# block 1

**Block 1: wires at chosen ports, followed through buffers**

Scale: 1 px per um.
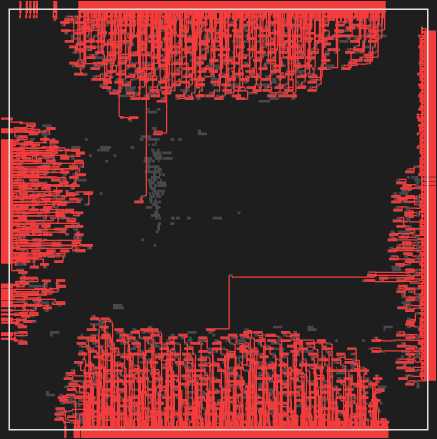

## config.mk

```make
export PLATFORM = sky130hd
export DESIGN_NAME = header_block_packer
export DESIGN_NICKNAME = d
export VERILOG_FILES = /design/src/rtl/sha_pkg.sv /design/src/rtl/sha_pad_gen.sv /design/src/rtl/header_block_packer.sv
export SDC_FILE = /design/constraint.sdc
export NUM_CORES = 1
export LEC_CHECK = 0
export CORE_AREA = 4 4 413 415
export DETAILED_ROUTE_END_ITERATION = 10
export DIE_AREA = 0 0 417 419
export PLACE_DENSITY = 0.47
export SKIP_CTS_REPAIR_TIMING = 1
export SLEW_MARGIN = 25
export SYNTH_ARGS = -nofsm -noshare
export SYNTH_HDL_FRONTEND = slang
export SYNTH_SLANG_ARGS = --single-unit
```

## constraint.sdc

```tcl
create_clock -name clk -period 63.7 [get_ports clk]
set_input_delay 19.11 -clock clk [delete_from_list [all_inputs] [get_ports clk]]
set_output_delay 19.11 -clock clk [all_outputs]
set_load 0.02 [all_outputs]
```

## src/rtl/sha_pkg.sv

```systemverilog
// Shared constants and types for the SHA-256 block packing datapath.
package sha_pkg;

    localparam int          WORD_W   = 32;
    localparam logic [31:0] PAD_WORD = 32'h8000_0000;
    localparam int          LEN_W    = 64;

    typedef enum logic [1:0] {
        COLLECT = 2'd0,
        PAD     = 2'd1,
        HOLD    = 2'd2
    } state_t;

    // Message length in bits, as carried in the final two padded words.
    function automatic logic [LEN_W-1:0] bit_len(input int words);
        return LEN_W'(words) * LEN_W'(WORD_W);
    endfunction

endpackage

```

## src/rtl/sha_pad_gen.sv

```systemverilog
// Constant SHA-256 tail pattern for a fixed header length: the pad word,
// zero fill, then the 64-bit big-endian bit length. The first tail word
// sits in the most significant bits of tail.
module sha_pad_gen
    import sha_pkg::*;
#(
    parameter int MSG_WORDS = 20,
    parameter int OUT_WORDS = 32
) (
    output logic [(OUT_WORDS-MSG_WORDS)*WORD_W-1:0] tail
);

    localparam int TAIL_W = (OUT_WORDS - MSG_WORDS) * WORD_W;

    // Built by a function so a tight fit (no zero words) needs no special case.
    function automatic logic [TAIL_W-1:0] build_tail();
        logic [TAIL_W-1:0] t;
        t = '0;
        t[TAIL_W-1 -: WORD_W] = PAD_WORD;
        t[LEN_W-1:0]          = bit_len(MSG_WORDS);
        return t;
    endfunction

    localparam logic [TAIL_W-1:0] TAIL = build_tail();

    assign tail = TAIL;

endmodule

```

## src/rtl/header_block_packer.sv

```systemverilog
// Packs a streamed block header into a padded SHA-256 message and holds it
// for the hash core until it is accepted.
//
// state   | meaning
// --------+----------------------------------------------------------
// COLLECT | accepting header words into slots 0..MSG_WORDS-1
// PAD     | one cycle: write pad word, zero fill and bit length
// HOLD    | out_data complete and frozen, waiting for out_ready
module header_block_packer
    import sha_pkg::*;
#(
    parameter int MSG_WORDS = 20,
    parameter int OUT_WORDS = 32
) (
    input  logic                           clk,
    input  logic                           rst,
    input  logic [31:0]                    in_data,
    input  logic                           in_valid,
    output logic                           in_ready,
    input  logic                           flush,
    output logic [OUT_WORDS*32-1:0]        out_data,
    output logic                           out_valid,
    input  logic                           out_ready,
    output logic [$clog2(MSG_WORDS+1)-1:0] word_cnt
);

    localparam int CNT_W      = $clog2(MSG_WORDS + 1);
    localparam int TAIL_WORDS = OUT_WORDS - MSG_WORDS;

    state_t                         state;
    logic [WORD_W-1:0]              slots [OUT_WORDS];
    logic [TAIL_WORDS*WORD_W-1:0]   tail;
    logic                           take;

    sha_pad_gen #(
        .MSG_WORDS (MSG_WORDS),
        .OUT_WORDS (OUT_WORDS)
    ) u_pad_gen (
        .tail (tail)
    );

    // Handshake flags decode straight from state so reset clears them without a clock.
    assign in_ready  = (state == COLLECT);
    assign out_valid = (state == HOLD);
    assign take      = in_ready && in_valid && !flush;

    // Sequencer and header word counter; flush only acts while collecting.
    always_ff @(posedge clk or posedge rst) begin
        if (rst) begin
            state    <= COLLECT;
            word_cnt <= '0;
        end else begin
            case (state)
                COLLECT: begin
                    if (flush) begin
                        word_cnt <= '0;
                    end else if (in_valid) begin
                        word_cnt <= word_cnt + CNT_W'(1);
                        if (word_cnt == CNT_W'(MSG_WORDS - 1)) begin
                            state <= PAD;
                        end
                    end
                end
                PAD: begin
                    state <= HOLD;
                end
                HOLD: begin
                    if (out_ready) begin
                        state    <= COLLECT;
                        word_cnt <= '0;
                    end
                end
                default: begin
                    state    <= COLLECT;
                    word_cnt <= '0;
                end
            endcase
        end
    end

    // Word slots: header words land at word_cnt, the tail is rewritten every PAD,
    // and nothing is written in HOLD so out_data stays frozen.
    always_ff @(posedge clk or posedge rst) begin
        if (rst) begin
            for (int i = 0; i < OUT_WORDS; i++) begin
                slots[i] <= '0;
            end
        end else if (take) begin
            for (int i = 0; i < MSG_WORDS; i++) begin
                if (word_cnt == CNT_W'(i)) begin
                    slots[i] <= in_data;
                end
            end
        end else if (state == PAD) begin
            for (int i = 0; i < TAIL_WORDS; i++) begin
                slots[MSG_WORDS + i] <= tail[(TAIL_WORDS-1-i)*WORD_W +: WORD_W];
            end
        end
    end

    // Flatten slots with word 0 in the most significant position.
    always_comb begin
        out_data = '0;
        for (int i = 0; i < OUT_WORDS; i++) begin
            out_data[(OUT_WORDS-1-i)*WORD_W +: WORD_W] = slots[i];
        end
    end

endmodule

```

# block 2

--- config.mk ---
export PLATFORM = sky130hd
export DESIGN_NAME = pll_reset_sequencer_flat
export DESIGN_NICKNAME = d
export VERILOG_FILES = /design/src/rtl/pll_reset_sequencer_if.sv /design/src/rtl/pll_reset_sequencer.sv /design/src/flat_wrapper.sv
export SDC_FILE = /design/constraint.sdc
export NUM_CORES = 1
export LEC_CHECK = 0
export CORE_MARGIN = 4
export CORE_UTILIZATION = 49
export CTS_CLUSTER_SIZE = 40
export DETAILED_ROUTE_END_ITERATION = 6
export HOLD_SLACK_MARGIN = 0.08
export PLACE_DENSITY = 0.75
export SLEW_MARGIN = 20
export SYNTH_ARGS = -nofsm -noshare
export SYNTH_HDL_FRONTEND = slang
export SYNTH_SLANG_ARGS = --single-unit
--- constraint.sdc ---
create_clock -name i_clk -period 3.97 [get_ports i_clk]
set_input_delay 1.191 -clock i_clk [delete_from_list [all_inputs] [get_ports i_clk]]
set_output_delay 1.191 -clock i_clk [all_outputs]
set_load 0.005 [all_outputs]
--- src/rtl/pll_reset_sequencer_if.sv ---
`default_nettype none
// ============================================================================
// Module   : pll_reset_sequencer_if
// Brief    : PLL handshake and per-domain reset bundle of pll_reset_sequencer.
// Revision : 1.0  initial release
// ============================================================================
interface pll_reset_sequencer_if #(
  parameter int NUM_STAGES = 3
);
  logic                  i_pll_locked;
  logic                  i_soft_reset_req;
  logic                  o_pll_reset;
  logic [NUM_STAGES-1:0] o_stage_reset;
  logic                  o_ready;
  logic                  o_heart_bit;
  logic [7:0]            o_retry_count;

  modport master (
    input  i_pll_locked,
    input  i_soft_reset_req,
    output o_pll_reset,
    output o_stage_reset,
    output o_ready,
    output o_heart_bit,
    output o_retry_count
  );

  modport slave (
    output i_pll_locked,
    output i_soft_reset_req,
    input  o_pll_reset,
    input  o_stage_reset,
    input  o_ready,
    input  o_heart_bit,
    input  o_retry_count
  );
endinterface
`default_nettype wire

--- src/rtl/pll_reset_sequencer.sv ---
`default_nettype none
// ============================================================================
// Module   : pll_reset_sequencer
// Brief    : Pulses the PLL reset, qualifies lock, then releases ordered domain
//            resets. Define PLL_RESET_SEQ_LOCK_TIMEOUT_EN for WAIT_LOCK retries.
// Revision : 1.0  initial release
// ============================================================================
module pll_reset_sequencer #(
  parameter int NUM_STAGES         = 3,
  parameter int PLL_RST_CYCLES     = 16,
  parameter int LOCK_STABLE_CYCLES = 1024,
  parameter int STAGE_GAP          = 8,
`ifdef PLL_RESET_SEQ_LOCK_TIMEOUT_EN
  parameter int LOCK_TIMEOUT       = 1_000_000,
`endif
  parameter int HEARTBEAT_DIV      = 12_000_000
) (
  input  wire                   i_clk,
  input  wire                   i_reset,
  pll_reset_sequencer_if.master bus
);

  localparam int c_max_a  = (PLL_RST_CYCLES > LOCK_STABLE_CYCLES) ? PLL_RST_CYCLES : LOCK_STABLE_CYCLES;
  localparam int c_cnt_max = (c_max_a > STAGE_GAP) ? c_max_a : STAGE_GAP;
  localparam int c_cnt_w  = $clog2(c_cnt_max + 1);
  localparam int c_hb_w   = $clog2(HEARTBEAT_DIV + 1);

  localparam logic [c_cnt_w-1:0] c_pll_last = c_cnt_w'(PLL_RST_CYCLES - 1);
  localparam logic [c_cnt_w-1:0] c_stb_last = c_cnt_w'(LOCK_STABLE_CYCLES - 1);
  localparam logic [c_cnt_w-1:0] c_gap_last = c_cnt_w'(STAGE_GAP - 1);
  localparam logic [c_hb_w-1:0]  c_hb_last  = c_hb_w'(HEARTBEAT_DIV - 1);

  typedef enum logic [2:0] {
    S_PLL_RST   = 3'd0,
    S_WAIT_LOCK = 3'd1,
    S_STABLE    = 3'd2,
    S_RELEASE   = 3'd3,
    S_RUN       = 3'd4
  } state_t;

  state_t                r_state, w_state;
  logic [c_cnt_w-1:0]    r_cnt, w_cnt;
  logic                  r_sync1, r_sync2;
  logic                  r_pll_reset, w_pll_reset;
  logic [NUM_STAGES-1:0] r_stage_reset, w_stage_reset;
  logic                  r_ready, w_ready;
  logic                  r_hb, w_hb;
  logic [c_hb_w-1:0]     r_hb_cnt, w_hb_cnt;
  logic                  w_lock_s;
  logic                  w_restart;
  logic [NUM_STAGES-1:0] w_shifted;

`ifdef PLL_RESET_SEQ_LOCK_TIMEOUT_EN
  localparam int c_to_w = $clog2(LOCK_TIMEOUT + 1);
  localparam logic [c_to_w-1:0] c_to_last = c_to_w'(LOCK_TIMEOUT - 1);
  logic [c_to_w-1:0] r_to_cnt, w_to_cnt;
  logic [7:0]        r_retry, w_retry;
  logic              w_timeout;
`endif

  assign w_lock_s = r_sync2;
  // Released stages are the low-order zeros; each release shifts one more zero in.
  assign w_shifted = r_stage_reset << 1;

  always_comb begin
    w_state       = r_state;
    w_cnt         = r_cnt;
    w_pll_reset   = r_pll_reset;
    w_stage_reset = r_stage_reset;
    w_ready       = r_ready;
    w_hb          = 1'b0;
    w_hb_cnt      = '0;
    w_restart     = 1'b0;
`ifdef PLL_RESET_SEQ_LOCK_TIMEOUT_EN
    w_to_cnt      = '0;
    w_retry       = r_retry;
    w_timeout     = 1'b0;
`endif
    case (r_state)
      S_PLL_RST: begin
        if (r_cnt == c_pll_last) begin
          w_state     = S_WAIT_LOCK;
          w_cnt       = '0;
          w_pll_reset = 1'b0;
        end else begin
          w_cnt = r_cnt + c_cnt_w'(1);
        end
      end
      S_WAIT_LOCK: begin
        if (w_lock_s) begin
          w_state = S_STABLE;
          w_cnt   = '0;
        end
`ifdef PLL_RESET_SEQ_LOCK_TIMEOUT_EN
        else if (r_to_cnt == c_to_last) begin
          w_timeout = 1'b1;
          w_restart = 1'b1;
        end else begin
          w_to_cnt = r_to_cnt + c_to_w'(1);
        end
`endif
      end
      S_STABLE: begin
        if (!w_lock_s) begin
          w_state = S_WAIT_LOCK;
          w_cnt   = '0;
        end else if (r_cnt == c_stb_last) begin
          w_state       = S_RELEASE;
          w_cnt         = '0;
          w_stage_reset = w_shifted;
          w_ready       = (w_shifted == '0);
        end else begin
          w_cnt = r_cnt + c_cnt_w'(1);
        end
      end
      S_RELEASE: begin
        if (!w_lock_s) begin
          w_restart = 1'b1;
        end else if (r_stage_reset == '0) begin
          w_state = S_RUN;
          w_cnt   = '0;
        end else if (r_cnt == c_gap_last) begin
          w_cnt         = '0;
          w_stage_reset = w_shifted;
          w_ready       = (w_shifted == '0);
        end else begin
          w_cnt = r_cnt + c_cnt_w'(1);
        end
      end
      S_RUN: begin
        if (!w_lock_s) begin
          w_restart = 1'b1;
        end else if (r_hb_cnt == c_hb_last) begin
          w_hb     = ~r_hb;
          w_hb_cnt = '0;
        end else begin
          w_hb     = r_hb;
          w_hb_cnt = r_hb_cnt + c_hb_w'(1);
        end
      end
      default: w_restart = 1'b1;
    endcase

    // A soft request overrides whatever the state decided this cycle.
    if (bus.i_soft_reset_req) begin
      w_restart = 1'b1;
    end
    if (w_restart) begin
      w_state       = S_PLL_RST;
      w_cnt         = '0;
      w_pll_reset   = 1'b1;
      w_stage_reset = '1;
      w_ready       = 1'b0;
      w_hb          = 1'b0;
      w_hb_cnt      = '0;
    end
`ifdef PLL_RESET_SEQ_LOCK_TIMEOUT_EN
    if (w_timeout && !bus.i_soft_reset_req && (r_retry != 8'hFF)) begin
      w_retry = r_retry + 8'd1;
    end
`endif
  end

  always_ff @(posedge i_clk or posedge i_reset) begin
    if (i_reset) begin
      r_sync1       <= 1'b0;
      r_sync2       <= 1'b0;
      r_state       <= S_PLL_RST;
      r_cnt         <= '0;
      r_pll_reset   <= 1'b1;
      r_stage_reset <= '1;
      r_ready       <= 1'b0;
      r_hb          <= 1'b0;
      r_hb_cnt      <= '0;
`ifdef PLL_RESET_SEQ_LOCK_TIMEOUT_EN
      r_to_cnt      <= '0;
      r_retry       <= 8'd0;
`endif
    end else begin
      r_sync1       <= bus.i_pll_locked;
      r_sync2       <= r_sync1;
      r_state       <= w_state;
      r_cnt         <= w_cnt;
      r_pll_reset   <= w_pll_reset;
      r_stage_reset <= w_stage_reset;
      r_ready       <= w_ready;
      r_hb          <= w_hb;
      r_hb_cnt      <= w_hb_cnt;
`ifdef PLL_RESET_SEQ_LOCK_TIMEOUT_EN
      r_to_cnt      <= w_to_cnt;
      r_retry       <= w_retry;
`endif
    end
  end

  assign bus.o_pll_reset   = r_pll_reset;
  assign bus.o_stage_reset = r_stage_reset;
  assign bus.o_ready       = r_ready;
  assign bus.o_heart_bit   = r_hb;
`ifdef PLL_RESET_SEQ_LOCK_TIMEOUT_EN
  assign bus.o_retry_count = r_retry;
`else
  assign bus.o_retry_count = 8'd0;
`endif

endmodule
`default_nettype wire

--- src/flat_wrapper.sv ---
// flat-port wrapper written by rule: the top's interface ports become plain ports
module pll_reset_sequencer_flat 
#(
  parameter int NUM_STAGES         = 3,
  parameter int PLL_RST_CYCLES     = 16,
  parameter int LOCK_STABLE_CYCLES = 1024,
  parameter int STAGE_GAP          = 8,

  parameter int HEARTBEAT_DIV      = 12_000_000
)
  (i_clk, i_reset, bus_i_pll_locked, bus_i_soft_reset_req, bus_o_pll_reset, bus_o_stage_reset, bus_o_ready, bus_o_heart_bit, bus_o_retry_count);
  pll_reset_sequencer_if #(.NUM_STAGES(NUM_STAGES)) bus_i ();
  input  wire i_clk;
  input  wire i_reset;
  input wire logic [$bits(bus_i.i_pll_locked)-1:0] bus_i_pll_locked;
  input wire logic [$bits(bus_i.i_soft_reset_req)-1:0] bus_i_soft_reset_req;
  output wire logic [$bits(bus_i.o_pll_reset)-1:0] bus_o_pll_reset;
  output wire logic [$bits(bus_i.o_stage_reset)-1:0] bus_o_stage_reset;
  output wire logic [$bits(bus_i.o_ready)-1:0] bus_o_ready;
  output wire logic [$bits(bus_i.o_heart_bit)-1:0] bus_o_heart_bit;
  output wire logic [$bits(bus_i.o_retry_count)-1:0] bus_o_retry_count;
  assign bus_i.i_pll_locked = bus_i_pll_locked;
  assign bus_i.i_soft_reset_req = bus_i_soft_reset_req;
  assign bus_o_pll_reset = bus_i.o_pll_reset;
  assign bus_o_stage_reset = bus_i.o_stage_reset;
  assign bus_o_ready = bus_i.o_ready;
  assign bus_o_heart_bit = bus_i.o_heart_bit;
  assign bus_o_retry_count = bus_i.o_retry_count;
  pll_reset_sequencer #(.NUM_STAGES(NUM_STAGES), .PLL_RST_CYCLES(PLL_RST_CYCLES), .LOCK_STABLE_CYCLES(LOCK_STABLE_CYCLES), .STAGE_GAP(STAGE_GAP), .HEARTBEAT_DIV(HEARTBEAT_DIV)) u_core (.i_clk(i_clk), .i_reset(i_reset), .bus(bus_i));
endmodule
# block 3

[config.mk]
export PLATFORM = sky130hd
export DESIGN_NAME = reg_dump_unit_flat
export DESIGN_NICKNAME = d
export VERILOG_FILES = /design/src/rtl/reg_dump_unit_pkg.sv /design/src/rtl/reg_dump_unit_if.sv /design/src/rtl/reg_dump_unit.sv /design/src/flat_wrapper.sv
export SDC_FILE = /design/constraint.sdc
export NUM_CORES = 1
export LEC_CHECK = 0
export CORE_ASPECT_RATIO = 0.7
export CORE_MARGIN = 2
export CORE_UTILIZATION = 45
export CTS_CLUSTER_SIZE = 12
export DETAILED_ROUTE_END_ITERATION = 6
export PLACE_DENSITY = 0.79
export SYNTH_ARGS = -nofsm -noshare
export SYNTH_HDL_FRONTEND = slang
export SYNTH_SLANG_ARGS = --single-unit
export TNS_END_PERCENT = 10
[constraint.sdc]
create_clock -name Clk -period 2.6 [get_ports Clk]
set_input_delay 0.39 -clock Clk [delete_from_list [all_inputs] [get_ports Clk]]
set_output_delay 0.39 -clock Clk [all_outputs]
set_load 0.1 [all_outputs]
[src/rtl/reg_dump_unit_pkg.sv]
// Shared definitions for the register dump unit: the default register-file
// widths and the state encoding used by the dump sequencer.
package reg_dump_unit_pkg;

    // Default widths, matching the CPU register file this block reads.
    localparam int DEF_ADDR = 5;
    localparam int DEF_SIZE = 32;

    // Sequencer state encoding. Kept as plain constants so existing code that
    // decodes the 2-bit state value keeps working.
    localparam logic [1:0] IDLE  = 2'd0;
    localparam logic [1:0] FETCH = 2'd1;
    localparam logic [1:0] SEND  = 2'd2;
    localparam logic [1:0] DONE  = 2'd3;

endpackage

[src/rtl/reg_dump_unit_if.sv]
// Valid/ready word stream carrying one dumped register (index plus value)
// from the dump unit to its consumer (debug UART, display driver).
interface reg_dump_unit_if
    import reg_dump_unit_pkg::*;
#(
    parameter int ADDR = DEF_ADDR,
    parameter int SIZE = DEF_SIZE
);

    logic            Out_Valid;
    logic            Out_Ready;
    logic [ADDR-1:0] Out_Addr;
    logic [SIZE-1:0] Out_Data;

    // Producer side: the dump unit.
    modport master (
        output Out_Valid,
        output Out_Addr,
        output Out_Data,
        input  Out_Ready
    );

    // Consumer side.
    modport slave (
        input  Out_Valid,
        input  Out_Addr,
        input  Out_Data,
        output Out_Ready
    );

endinterface

[src/rtl/reg_dump_unit.sv]
// Register dump unit: on Start, walks the register file read port from
// index 0 to NUMB-1 and emits each captured word with its index over a
// valid/ready stream. Optionally suppresses registers that read zero.
module reg_dump_unit
    import reg_dump_unit_pkg::*;
#(
    parameter int ADDR = DEF_ADDR,
    parameter int NUMB = 1 << ADDR,
    parameter int SIZE = DEF_SIZE
) (
    input  logic            Clk,
    input  logic            Clr,
    input  logic            Start,
    input  logic            Skip_Zero,
    output logic [ADDR-1:0] Rd_Addr,
    input  logic [SIZE-1:0] Rd_Data,
    reg_dump_unit_if.master out_if,
    output logic            Busy,
    output logic            Done,
    output logic [ADDR:0]   Sent_Cnt
);

    // Last register index; the scan ends by comparing against this, so
    // Rd_Addr never has to overflow to signal the end of a dump.
    localparam logic [ADDR-1:0] LAST = ADDR'(NUMB - 1);

    logic [1:0] state;
    logic       skip_q;   // Skip_Zero as captured at Start

    // Sequencer: state, read address counter and all registered outputs.
    // NOTE: every flop here is written with <= so that all branches see the
    // pre-edge values of state, Rd_Addr and Out_Addr regardless of order.
    always_ff @(posedge Clk or posedge Clr) begin
        if (Clr) begin
            state           <= IDLE;
            Rd_Addr         <= '0;
            out_if.Out_Valid <= 1'b0;
            out_if.Out_Addr  <= '0;
            out_if.Out_Data  <= '0;
            Busy            <= 1'b0;
            Done            <= 1'b0;
            Sent_Cnt        <= '0;
            skip_q          <= 1'b0;
        end else begin
            // NOTE: Done defaults low every cycle so it can only ever be a
            // single-cycle pulse on entry to DONE.
            Done <= 1'b0;
            case (state)
                IDLE: begin
                    if (Start) begin
                        state    <= FETCH;
                        Rd_Addr  <= '0;
                        skip_q   <= Skip_Zero;
                        Sent_Cnt <= '0;
                        Busy     <= 1'b1;
                    end
                end
                FETCH: begin
                    // Read data is stable here because the register file
                    // writes on the opposite edge.
                    out_if.Out_Data <= Rd_Data;
                    out_if.Out_Addr <= Rd_Addr;
                    if (skip_q && (Rd_Data == '0)) begin
                        if (Rd_Addr == LAST) begin
                            state <= DONE;
                            Busy  <= 1'b0;
                            Done  <= 1'b1;
                        end else begin
                            Rd_Addr <= Rd_Addr + 1'b1;
                        end
                    end else begin
                        out_if.Out_Valid <= 1'b1;
                        state            <= SEND;
                    end
                end
                SEND: begin
                    // Word and index stay frozen until the consumer takes it.
                    if (out_if.Out_Ready) begin
                        out_if.Out_Valid <= 1'b0;
                        Sent_Cnt         <= Sent_Cnt + 1'b1;
                        if (out_if.Out_Addr == LAST) begin
                            state <= DONE;
                            Busy  <= 1'b0;
                            Done  <= 1'b1;
                        end else begin
                            Rd_Addr <= Rd_Addr + 1'b1;
                            state   <= FETCH;
                        end
                    end
                end
                DONE: begin
                    state <= IDLE;
                end
                default: begin
                    state <= IDLE;
                    Busy  <= 1'b0;
                end
            endcase
        end
    end

endmodule

[src/flat_wrapper.sv]
// flat-port wrapper written by rule: the top's interface ports become plain ports
module reg_dump_unit_flat import reg_dump_unit_pkg::*;
#(
    parameter int ADDR = DEF_ADDR,
    parameter int NUMB = 1 << ADDR,
    parameter int SIZE = DEF_SIZE
)
  (Clk, Clr, Start, Skip_Zero, Rd_Addr, Rd_Data, Busy, Done, Sent_Cnt, out_if_Out_Valid, out_if_Out_Addr, out_if_Out_Data, out_if_Out_Ready);
  reg_dump_unit_if #(.ADDR(ADDR), .SIZE(SIZE)) out_if_i ();
  input  logic Clk;
  input  logic Clr;
  input  logic Start;
  input  logic Skip_Zero;
  output logic [ADDR-1:0] Rd_Addr;
  input  logic [SIZE-1:0] Rd_Data;
  output logic Busy;
  output logic Done;
  output logic [ADDR:0] Sent_Cnt;
  output wire logic [$bits(out_if_i.Out_Valid)-1:0] out_if_Out_Valid;
  output wire logic [$bits(out_if_i.Out_Addr)-1:0] out_if_Out_Addr;
  output wire logic [$bits(out_if_i.Out_Data)-1:0] out_if_Out_Data;
  input wire logic [$bits(out_if_i.Out_Ready)-1:0] out_if_Out_Ready;
  assign out_if_Out_Valid = out_if_i.Out_Valid;
  assign out_if_Out_Addr = out_if_i.Out_Addr;
  assign out_if_Out_Data = out_if_i.Out_Data;
  assign out_if_i.Out_Ready = out_if_Out_Ready;
  reg_dump_unit #(.ADDR(ADDR), .NUMB(NUMB), .SIZE(SIZE)) u_core (.Clk(Clk), .Clr(Clr), .Start(Start), .Skip_Zero(Skip_Zero), .Rd_Addr(Rd_Addr), .Rd_Data(Rd_Data), .out_if(out_if_i), .Busy(Busy), .Done(Done), .Sent_Cnt(Sent_Cnt));
endmodule
# block 4

File: config.mk
export PLATFORM = sky130hd
export DESIGN_NAME = uart_rx
export DESIGN_NICKNAME = d
export VERILOG_FILES = /design/src/rtl/uart_rx.sv
export SDC_FILE = /design/constraint.sdc
export NUM_CORES = 1
export LEC_CHECK = 0
export CORE_MARGIN = 4
export CORE_UTILIZATION = 43
export CTS_CLUSTER_DIAMETER = 30
export DETAILED_ROUTE_END_ITERATION = 10
export HOLD_SLACK_MARGIN = 0.15
export PLACE_DENSITY_LB_ADDON = 0.08
export SYNTH_ARGS = -nofsm -noshare
export SYNTH_HDL_FRONTEND = slang
export SYNTH_SLANG_ARGS = --single-unit
File: constraint.sdc
create_clock -name clk -period 2.4 [get_ports clk]
set_clock_uncertainty 0.1 [all_clocks]
set_input_delay 0.48 -clock clk [delete_from_list [all_inputs] [get_ports clk]]
set_output_delay 0.48 -clock clk [all_outputs]
set_load 0.02 [all_outputs]
File: src/rtl/uart_rx.sv
// UART receiver: 2-flop synchronized rx, mid-bit sampling, optional parity, 1 or 2 stop bits.
// Each word is delivered as a one-cycle rx_valid pulse; data and error flags hold until the next.
`timescale 1ns/1ps
module uart_rx #(
  parameter int unsigned DATA_BITS   = 8,
  parameter string       PARITY_TYPE = "none",
  parameter int unsigned STOP_BITS   = 1,
  parameter string       FIRST_BIT   = "lsb",
  parameter int unsigned BAUDRATE    = 115200,
  parameter int unsigned CLK_FREQ    = 75_000_000
) (
  input  logic                 clk,
  input  logic                 rst_n,
  input  logic                 rx,
  output logic                 rx_valid,
  output logic [DATA_BITS-1:0] rx_data,
  output logic                 rx_parity_err,
  output logic                 rx_frame_err
);

  localparam int unsigned FULLBAUD  = CLK_FREQ / BAUDRATE;
  localparam int unsigned HALFBAUD  = FULLBAUD / 2;
  localparam int unsigned CNT_W     = (FULLBAUD > 2) ? $clog2(FULLBAUD) : 1;
  localparam int unsigned BIT_W     = $clog2(DATA_BITS + 1);
  localparam bit          PAR_EN    = (PARITY_TYPE != "none");
  localparam bit          PAR_ODD   = (PARITY_TYPE == "odd");
  localparam bit          MSB_FIRST = (FIRST_BIT == "msb");

  localparam logic [CNT_W-1:0] FULL_END  = CNT_W'(FULLBAUD - 1);
  localparam logic [CNT_W-1:0] HALF_END  = CNT_W'(HALFBAUD - 1);
  localparam logic [BIT_W-1:0] DATA_LAST = BIT_W'(DATA_BITS - 1);
  localparam logic [BIT_W-1:0] STOP_LAST = BIT_W'(STOP_BITS - 1);

  localparam logic [2:0] StIdle   = 3'd0;
  localparam logic [2:0] StStart  = 3'd1;
  localparam logic [2:0] StData   = 3'd2;
  localparam logic [2:0] StParity = 3'd3;
  localparam logic [2:0] StStop   = 3'd4;

  logic                 rx_meta_q, rx_s_q, rx_prev_q;
  logic                 fall;
  logic [2:0]           state_q, state_d;
  logic [CNT_W-1:0]     cnt_q, cnt_d;
  logic [BIT_W-1:0]     bit_q, bit_d;
  logic [DATA_BITS-1:0] shreg_q, shreg_d, shreg_shift;
  logic                 perr_q, perr_d;
  logic                 ferr_q, ferr_d, ferr_next;
  logic                 valid_q, valid_d;
  logic [DATA_BITS-1:0] data_q, data_d;
  logic                 out_perr_q, out_perr_d;
  logic                 out_ferr_q, out_ferr_d;
  logic                 full_tick;

  always_ff @(posedge clk or negedge rst_n) begin
    if (!rst_n) begin
      rx_meta_q <= 1'b1;
      rx_s_q    <= 1'b1;
      rx_prev_q <= 1'b1;
    end else begin
      rx_meta_q <= rx;
      rx_s_q    <= rx_meta_q;
      rx_prev_q <= rx_s_q;
    end
  end

  // A falling edge needs a high previous sample, so a held-low line never re-triggers.
  assign fall      = rx_prev_q & ~rx_s_q;
  assign full_tick = (cnt_q == FULL_END);
  assign ferr_next = ferr_q | ~rx_s_q;
  assign shreg_shift = MSB_FIRST ? {shreg_q[DATA_BITS-2:0], rx_s_q}
                                 : {rx_s_q, shreg_q[DATA_BITS-1:1]};

  always_comb begin
    state_d    = state_q;
    cnt_d      = cnt_q;
    bit_d      = bit_q;
    shreg_d    = shreg_q;
    perr_d     = perr_q;
    ferr_d     = ferr_q;
    valid_d    = 1'b0;
    data_d     = data_q;
    out_perr_d = out_perr_q;
    out_ferr_d = out_ferr_q;
    unique case (state_q)
      StIdle: begin
        if (fall) begin
          state_d = StStart;
          cnt_d   = '0;
        end
      end
      StStart: begin
        if (cnt_q == HALF_END) begin
          cnt_d = '0;
          if (!rx_s_q) begin
            state_d = StData;
            bit_d   = '0;
            perr_d  = 1'b0;
            ferr_d  = 1'b0;
          end else begin
            state_d = StIdle;
          end
        end else begin
          cnt_d = cnt_q + CNT_W'(1);
        end
      end
      StData: begin
        if (full_tick) begin
          cnt_d   = '0;
          shreg_d = shreg_shift;
          if (bit_q == DATA_LAST) begin
            bit_d   = '0;
            state_d = PAR_EN ? StParity : StStop;
          end else begin
            bit_d = bit_q + BIT_W'(1);
          end
        end else begin
          cnt_d = cnt_q + CNT_W'(1);
        end
      end
      StParity: begin
        if (full_tick) begin
          cnt_d   = '0;
          perr_d  = PAR_ODD ? ((^shreg_q) == rx_s_q) : ((^shreg_q) != rx_s_q);
          state_d = StStop;
        end else begin
          cnt_d = cnt_q + CNT_W'(1);
        end
      end
      StStop: begin
        if (full_tick) begin
          cnt_d  = '0;
          ferr_d = ferr_next;
          if (bit_q == STOP_LAST) begin
            // Outputs are registered here so the pulse lands the cycle after the last sample.
            bit_d      = '0;
            valid_d    = 1'b1;
            data_d     = shreg_q;
            out_perr_d = perr_q;
            out_ferr_d = ferr_next;
            state_d    = StIdle;
          end else begin
            bit_d = bit_q + BIT_W'(1);
          end
        end else begin
          cnt_d = cnt_q + CNT_W'(1);
        end
      end
      default: state_d = StIdle;
    endcase
  end

  always_ff @(posedge clk or negedge rst_n) begin
    if (!rst_n) begin
      state_q    <= StIdle;
      cnt_q      <= '0;
      bit_q      <= '0;
      shreg_q    <= '0;
      perr_q     <= 1'b0;
      ferr_q     <= 1'b0;
      valid_q    <= 1'b0;
      data_q     <= '0;
      out_perr_q <= 1'b0;
      out_ferr_q <= 1'b0;
    end else begin
      state_q    <= state_d;
      cnt_q      <= cnt_d;
      bit_q      <= bit_d;
      shreg_q    <= shreg_d;
      perr_q     <= perr_d;
      ferr_q     <= ferr_d;
      valid_q    <= valid_d;
      data_q     <= data_d;
      out_perr_q <= out_perr_d;
      out_ferr_q <= out_ferr_d;
    end
  end

  assign rx_valid      = valid_q;
  assign rx_data       = data_q;
  assign rx_parity_err = out_perr_q;
  assign rx_frame_err  = out_ferr_q;

endmodule
**Block 2: I/O pins on the die edge**

Scale: 4 px per um. Pins as bars across the die edge, other pins in gray.
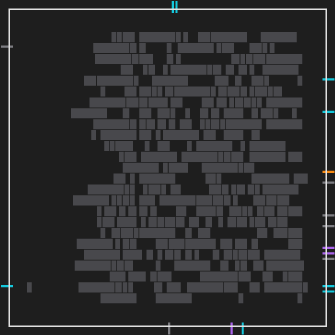
- cyan: bus_o_retry_count (pins 8; direction output; edge 4 east, 2 north, 1 south, 1 west)
- purple: bus_o_stage_reset (pins 3; direction output; edge 2 east, 1 south)
- orange: bus_o_heart_bit (pins 1; direction output; edge east)
- all pins by edge: 11 east, 3 south, 2 north, 2 west

==> impl_metrics.tcl, block 2 <==
# place-and-route summary
set metrics [dict create \
    outcome "complete, no violations" \
    initCoreUtil_pct 51.4 \
    seqCellArea_um2 1160 \
    post_drt_via_cell_ratio 5.45 \
    path_buffers 2 \
    ys_types 44 \
    logic_gate_count 199 \
    cp_top_family "simple AND/OR/NAND/NOR gates" \
    worst-path-stages 5 \
    top_layer_used "met4" \
    syn_avg_cell_area_um2 9.36 \
    clock_path_buffers 2 \
    fill_cells 427 \
    largest_register_ffs 24 \
    final_cells 341 \
]
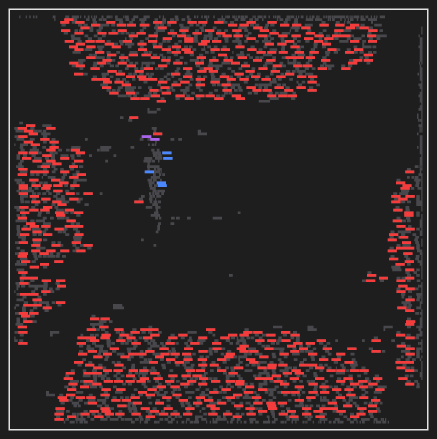
**Above:** block 1 (where the registers sit).
Scale: 1 px per um. Other cells in gray.
- blue: word_cnt (placed flops 5)
- purple: state (placed flops 2)
- red: out_data (placed flops 641; where all over the die)
Register Area: 16,200 um2
Seq/total area: 42.6%
Util after Layout: 22.8%

**Block 1: metal layers overlaid**

Scale: 1 px per um.
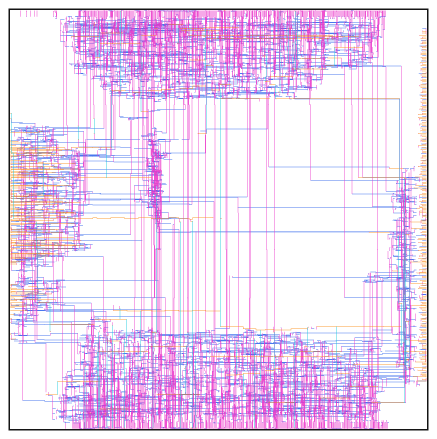
- orange: met3 (wire length 6,360 um)
- cyan: met4 (wire length 3,830 um)
- magenta: met2 (wire length 57.8 mm)
- blue: met1 (wire length 36.9 mm)
Global Route Usage Sum: 11.4%
DRT Wirelength: 105 mm
post-DR wirelength/cell: 21.8 um
Via Count: 16,500

About 'wires at chosen ports, followed through buffers' of block 1:
- red: out_data (direction output; edge 327 north, 325 south, 254 east, 118 west; end cells 1,022; wire 37.8 mm)
number of port buffers: 686
# IOs: 1,068

==> impl_metrics.tcl, block 1 <==
# place-and-route summary
set metrics [dict create \
    required_ns 64.43 \
    crit_fanout 115 \
    slowest_delay_ns 0.79 \
    worst_setup_path_start_kind "input port" \
    outcome "complete, no violations" \
    netlist_area_um2 27400 \
    grtUsageMet2_pct 21.8 \
    ys_types 34 \
    hold-worst-slack_ns 0.488 \
    edf_count 0 \
    slew_violations 0 \
    clk_pin_slew_ns 0.06 \
    n_all_inverters 7 \
    setup_violations 0 \
    clock_area_share_pct 7.12 \
    r2r_start "state[0]" \
    hpwl_mm 73.8 \
    arrival_ns 22.55 \
    period_needed_ns 21.82 \
    grt_pass1_vias 16100 \
    async_flop_share_pct 100 \
    worstMarginPinSlew_ns 1.03 \
    grt-busiest-layer "met2" \
    cts_sinks 648 \
    min_to "out_data[592]" \
    cp-end-kind "asynchronous set/reset pin" \
    die_x_um 417 \
]
**Block 3: routing congestion**

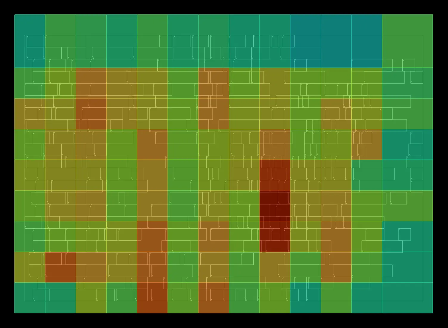
M2 GR Usage: 27.1%
Global Route Usage Sum: 19.2%
Util after Layout: 65.1%
met1 Track Usage GR: 27.7%
met3 GRT Util: 6.14%

**Block 3: where the registers sit**

Scale: 3 px per um. Other sequential cells in the stronger gray, the rest of the logic in the fainter gray.
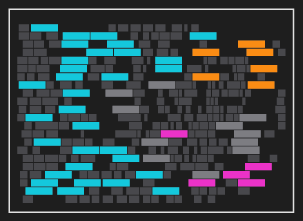
- magenta: u_core.out_if.Out_Addr (placed flops 5; where south-east)
- orange: u_core.Sent_Cnt (placed flops 6; where north-east)
- cyan: u_core.out_if.Out_Data (placed flops 32)

==> impl_metrics.tcl, block 3 <==
# place-and-route summary
set metrics [dict create \
    crit_chain "ha_1 > and3_1 > ha_1 > nor4_4 > o21ai_2 > mux2_4" \
    coreArea_um2 5370 \
    cp-end-kind "register" \
    edf_count 0 \
    top_cells_by_area "dfrtp_1 (53%), mux2_2 (17%), ha_1 (3.4%)" \
    grt_max_degree 28 \
    maxCapViolCount 0 \
    async_flop_share_pct 100 \
    cp_top_family "simple AND/OR/NAND/NOR gates" \
    yosys_warnings 0 \
    arrival_ns 2.37 \
    cts_sinks 54 \
    die_x_um 94.2 \
    fmax_ghz 0.459 \
    crit_path_start "u_core.Rd_Addr[0]" \
    largest_class "registers" \
    dp_slack_ns 0.209 \
    n_all_inverters 12 \
    vias 1893 \
    simple_gate_share_pct 15.5 \
    ys_seq_share_pct 52.7 \
    slew_violations 0 \
    grt-ovfl-total 0 \
    yosys.area.top_type "dfrtp_1" \
    crit_type "reg -> reg" \
    post_drt_wl_per_cell_um 15.2 \
    path_buffers 0 \
    initCoreUtil_pct 47.8 \
    fin_ws_ns 0.423 \
    mux_area_share_pct 19.2 \
    crit_path_end "u_core.Rd_Addr[0]" \
    antenna_cells 0 \
    cpMostUsedCell "ha_1" \
    ys_ff 54 \
    post_drt_via_cell_ratio 5.16 \
    dp.cells 360 \
    worstRegToRegCells 6 \
    largest_register_ffs 32 \
    logic_gate_count 130 \
    netlist_area_um2 2560 \
    cts_resized 0 \
    cts_tree "yes" \
    grt_setup_unrepaired "false" \
    slew_headroom_pct 60.3 \
    setup_violations 0 \
    hold_buffers 0 \
    yosys-stat-area_um2 2560 \
    cts-htree-levels 2 \
    grt_pass1_vias 1861 \
    antenna_found_initial 0 \
    fill_cells 411 \
    rrSetupSlack_ns 0.42 \
    clock_area_share_pct 2.29 \
    topCombFamilyByArea "multiplexers" \
    combAreaFraction_pct 32.8 \
    fin_skew_ns 0.0104 \
    compound_area_share_pct 5.12 \
    outcome "complete, no violations" \
    hold-worst-slack_ns 0.441 \
    synth_top_area_share_pct 52.7 \
    clkbuf_count 6 \
    r2r_start "u_core.Rd_Addr[0]" \
    clock-root-buffer "clkbuf_8" \
    buf_share_pct 22.3 \
]
**Block 4: I/O pins on the die edge**

Scale: 4 px per um. Pins as bars across the die edge, other pins in gray.
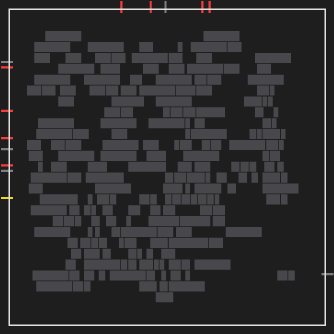
- yellow: rx (pins 1; direction input; edge west)
- red: rx_data (pins 8; direction output; edge 4 north, 4 west)
number of port buffers: 13
die height: 78.6 um
DIE WIDTH: 78.6 um

==> impl_metrics.tcl, block 4 <==
# place-and-route summary
set metrics [dict create \
    yosys-top-cells-count "dfrtp_1 (38), mux2_2 (20), o21ai_0 (12), inv_1 (10), nand2_1 (10)" \
    path_buffers 2 \
    outcome "complete, no violations" \
    fin_nets 214 \
    reg2reg_to "state_q[2]" \
    crit_path_end "state_q[2]" \
    synthCells 181 \
    top_layer_used "met4" \
    n_all_inverters 10 \
    yosys-stat-area_um2 2140 \
    antenna_cells 0 \
    grtUsageTotal_pct 14.3 \
    clock_path_buffers 2 \
    grt_pass1_wl_mm 7.06 \
    crit_type "reg -> reg" \
    fill_cells 433 \
    post_drt_wl_per_cell_um 14.9 \
    ys_ff 41 \
    worst-path-stages 8 \
    ys_types 51 \
    edf_count 0 \
    gp_congestion 0.832 \
    first_iter_violations 81 \
    seq_share_pct 41.6 \
    netlist_area_um2 2140 \
    area_growth_pct 15.5 \
    drt-met1-wl_mm 1.96 \
    ys_cells 181 \
    crit_fanout 15 \
    cts_sinks 41 \
    cts_buffers 5 \
    final_cells 273 \
    dp_slack_ns 0.0598 \
    slowest_delay_ns 0.43 \
    ant_nets 0 \
    worstMarginPinSlew_ns 0.610 \
]


==> layout pictures side by side <==
Metal layers overlaid.
Scale: 4 px per um.
(a)
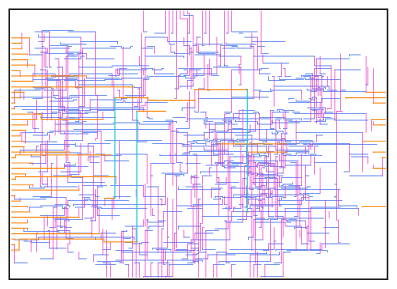
(b)
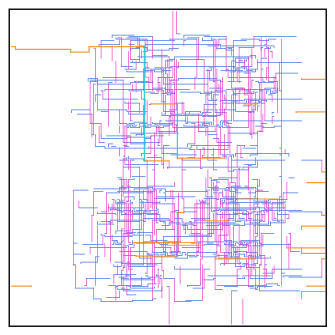
(c)
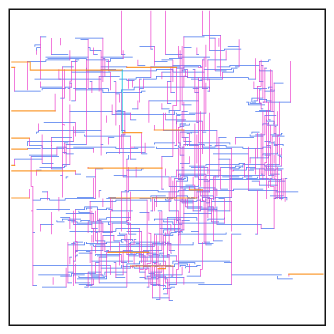
Of these, most wire: (a)
(b) comes from block 2.
(a) comes from block 3.
(c) comes from block 4.


## Gallery

Wires at chosen ports, followed through buffers.
Scale: 4 px per um.
image #1
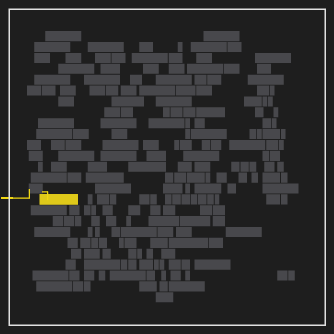
image #2
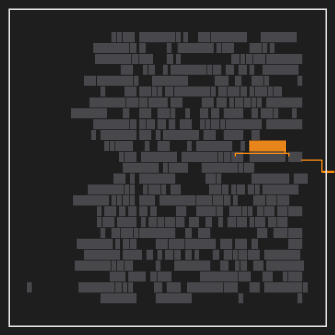
image #3
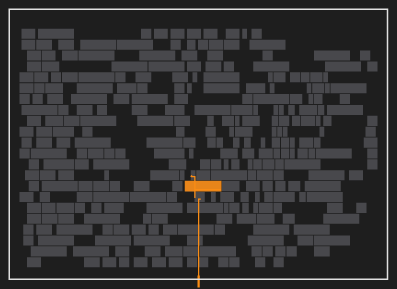
block 4 -> image #1
block 2 -> image #2
block 3 -> image #3

Key to image #1:
- yellow: rx (direction input; edge west; end cells 1; wire 10.0 um)

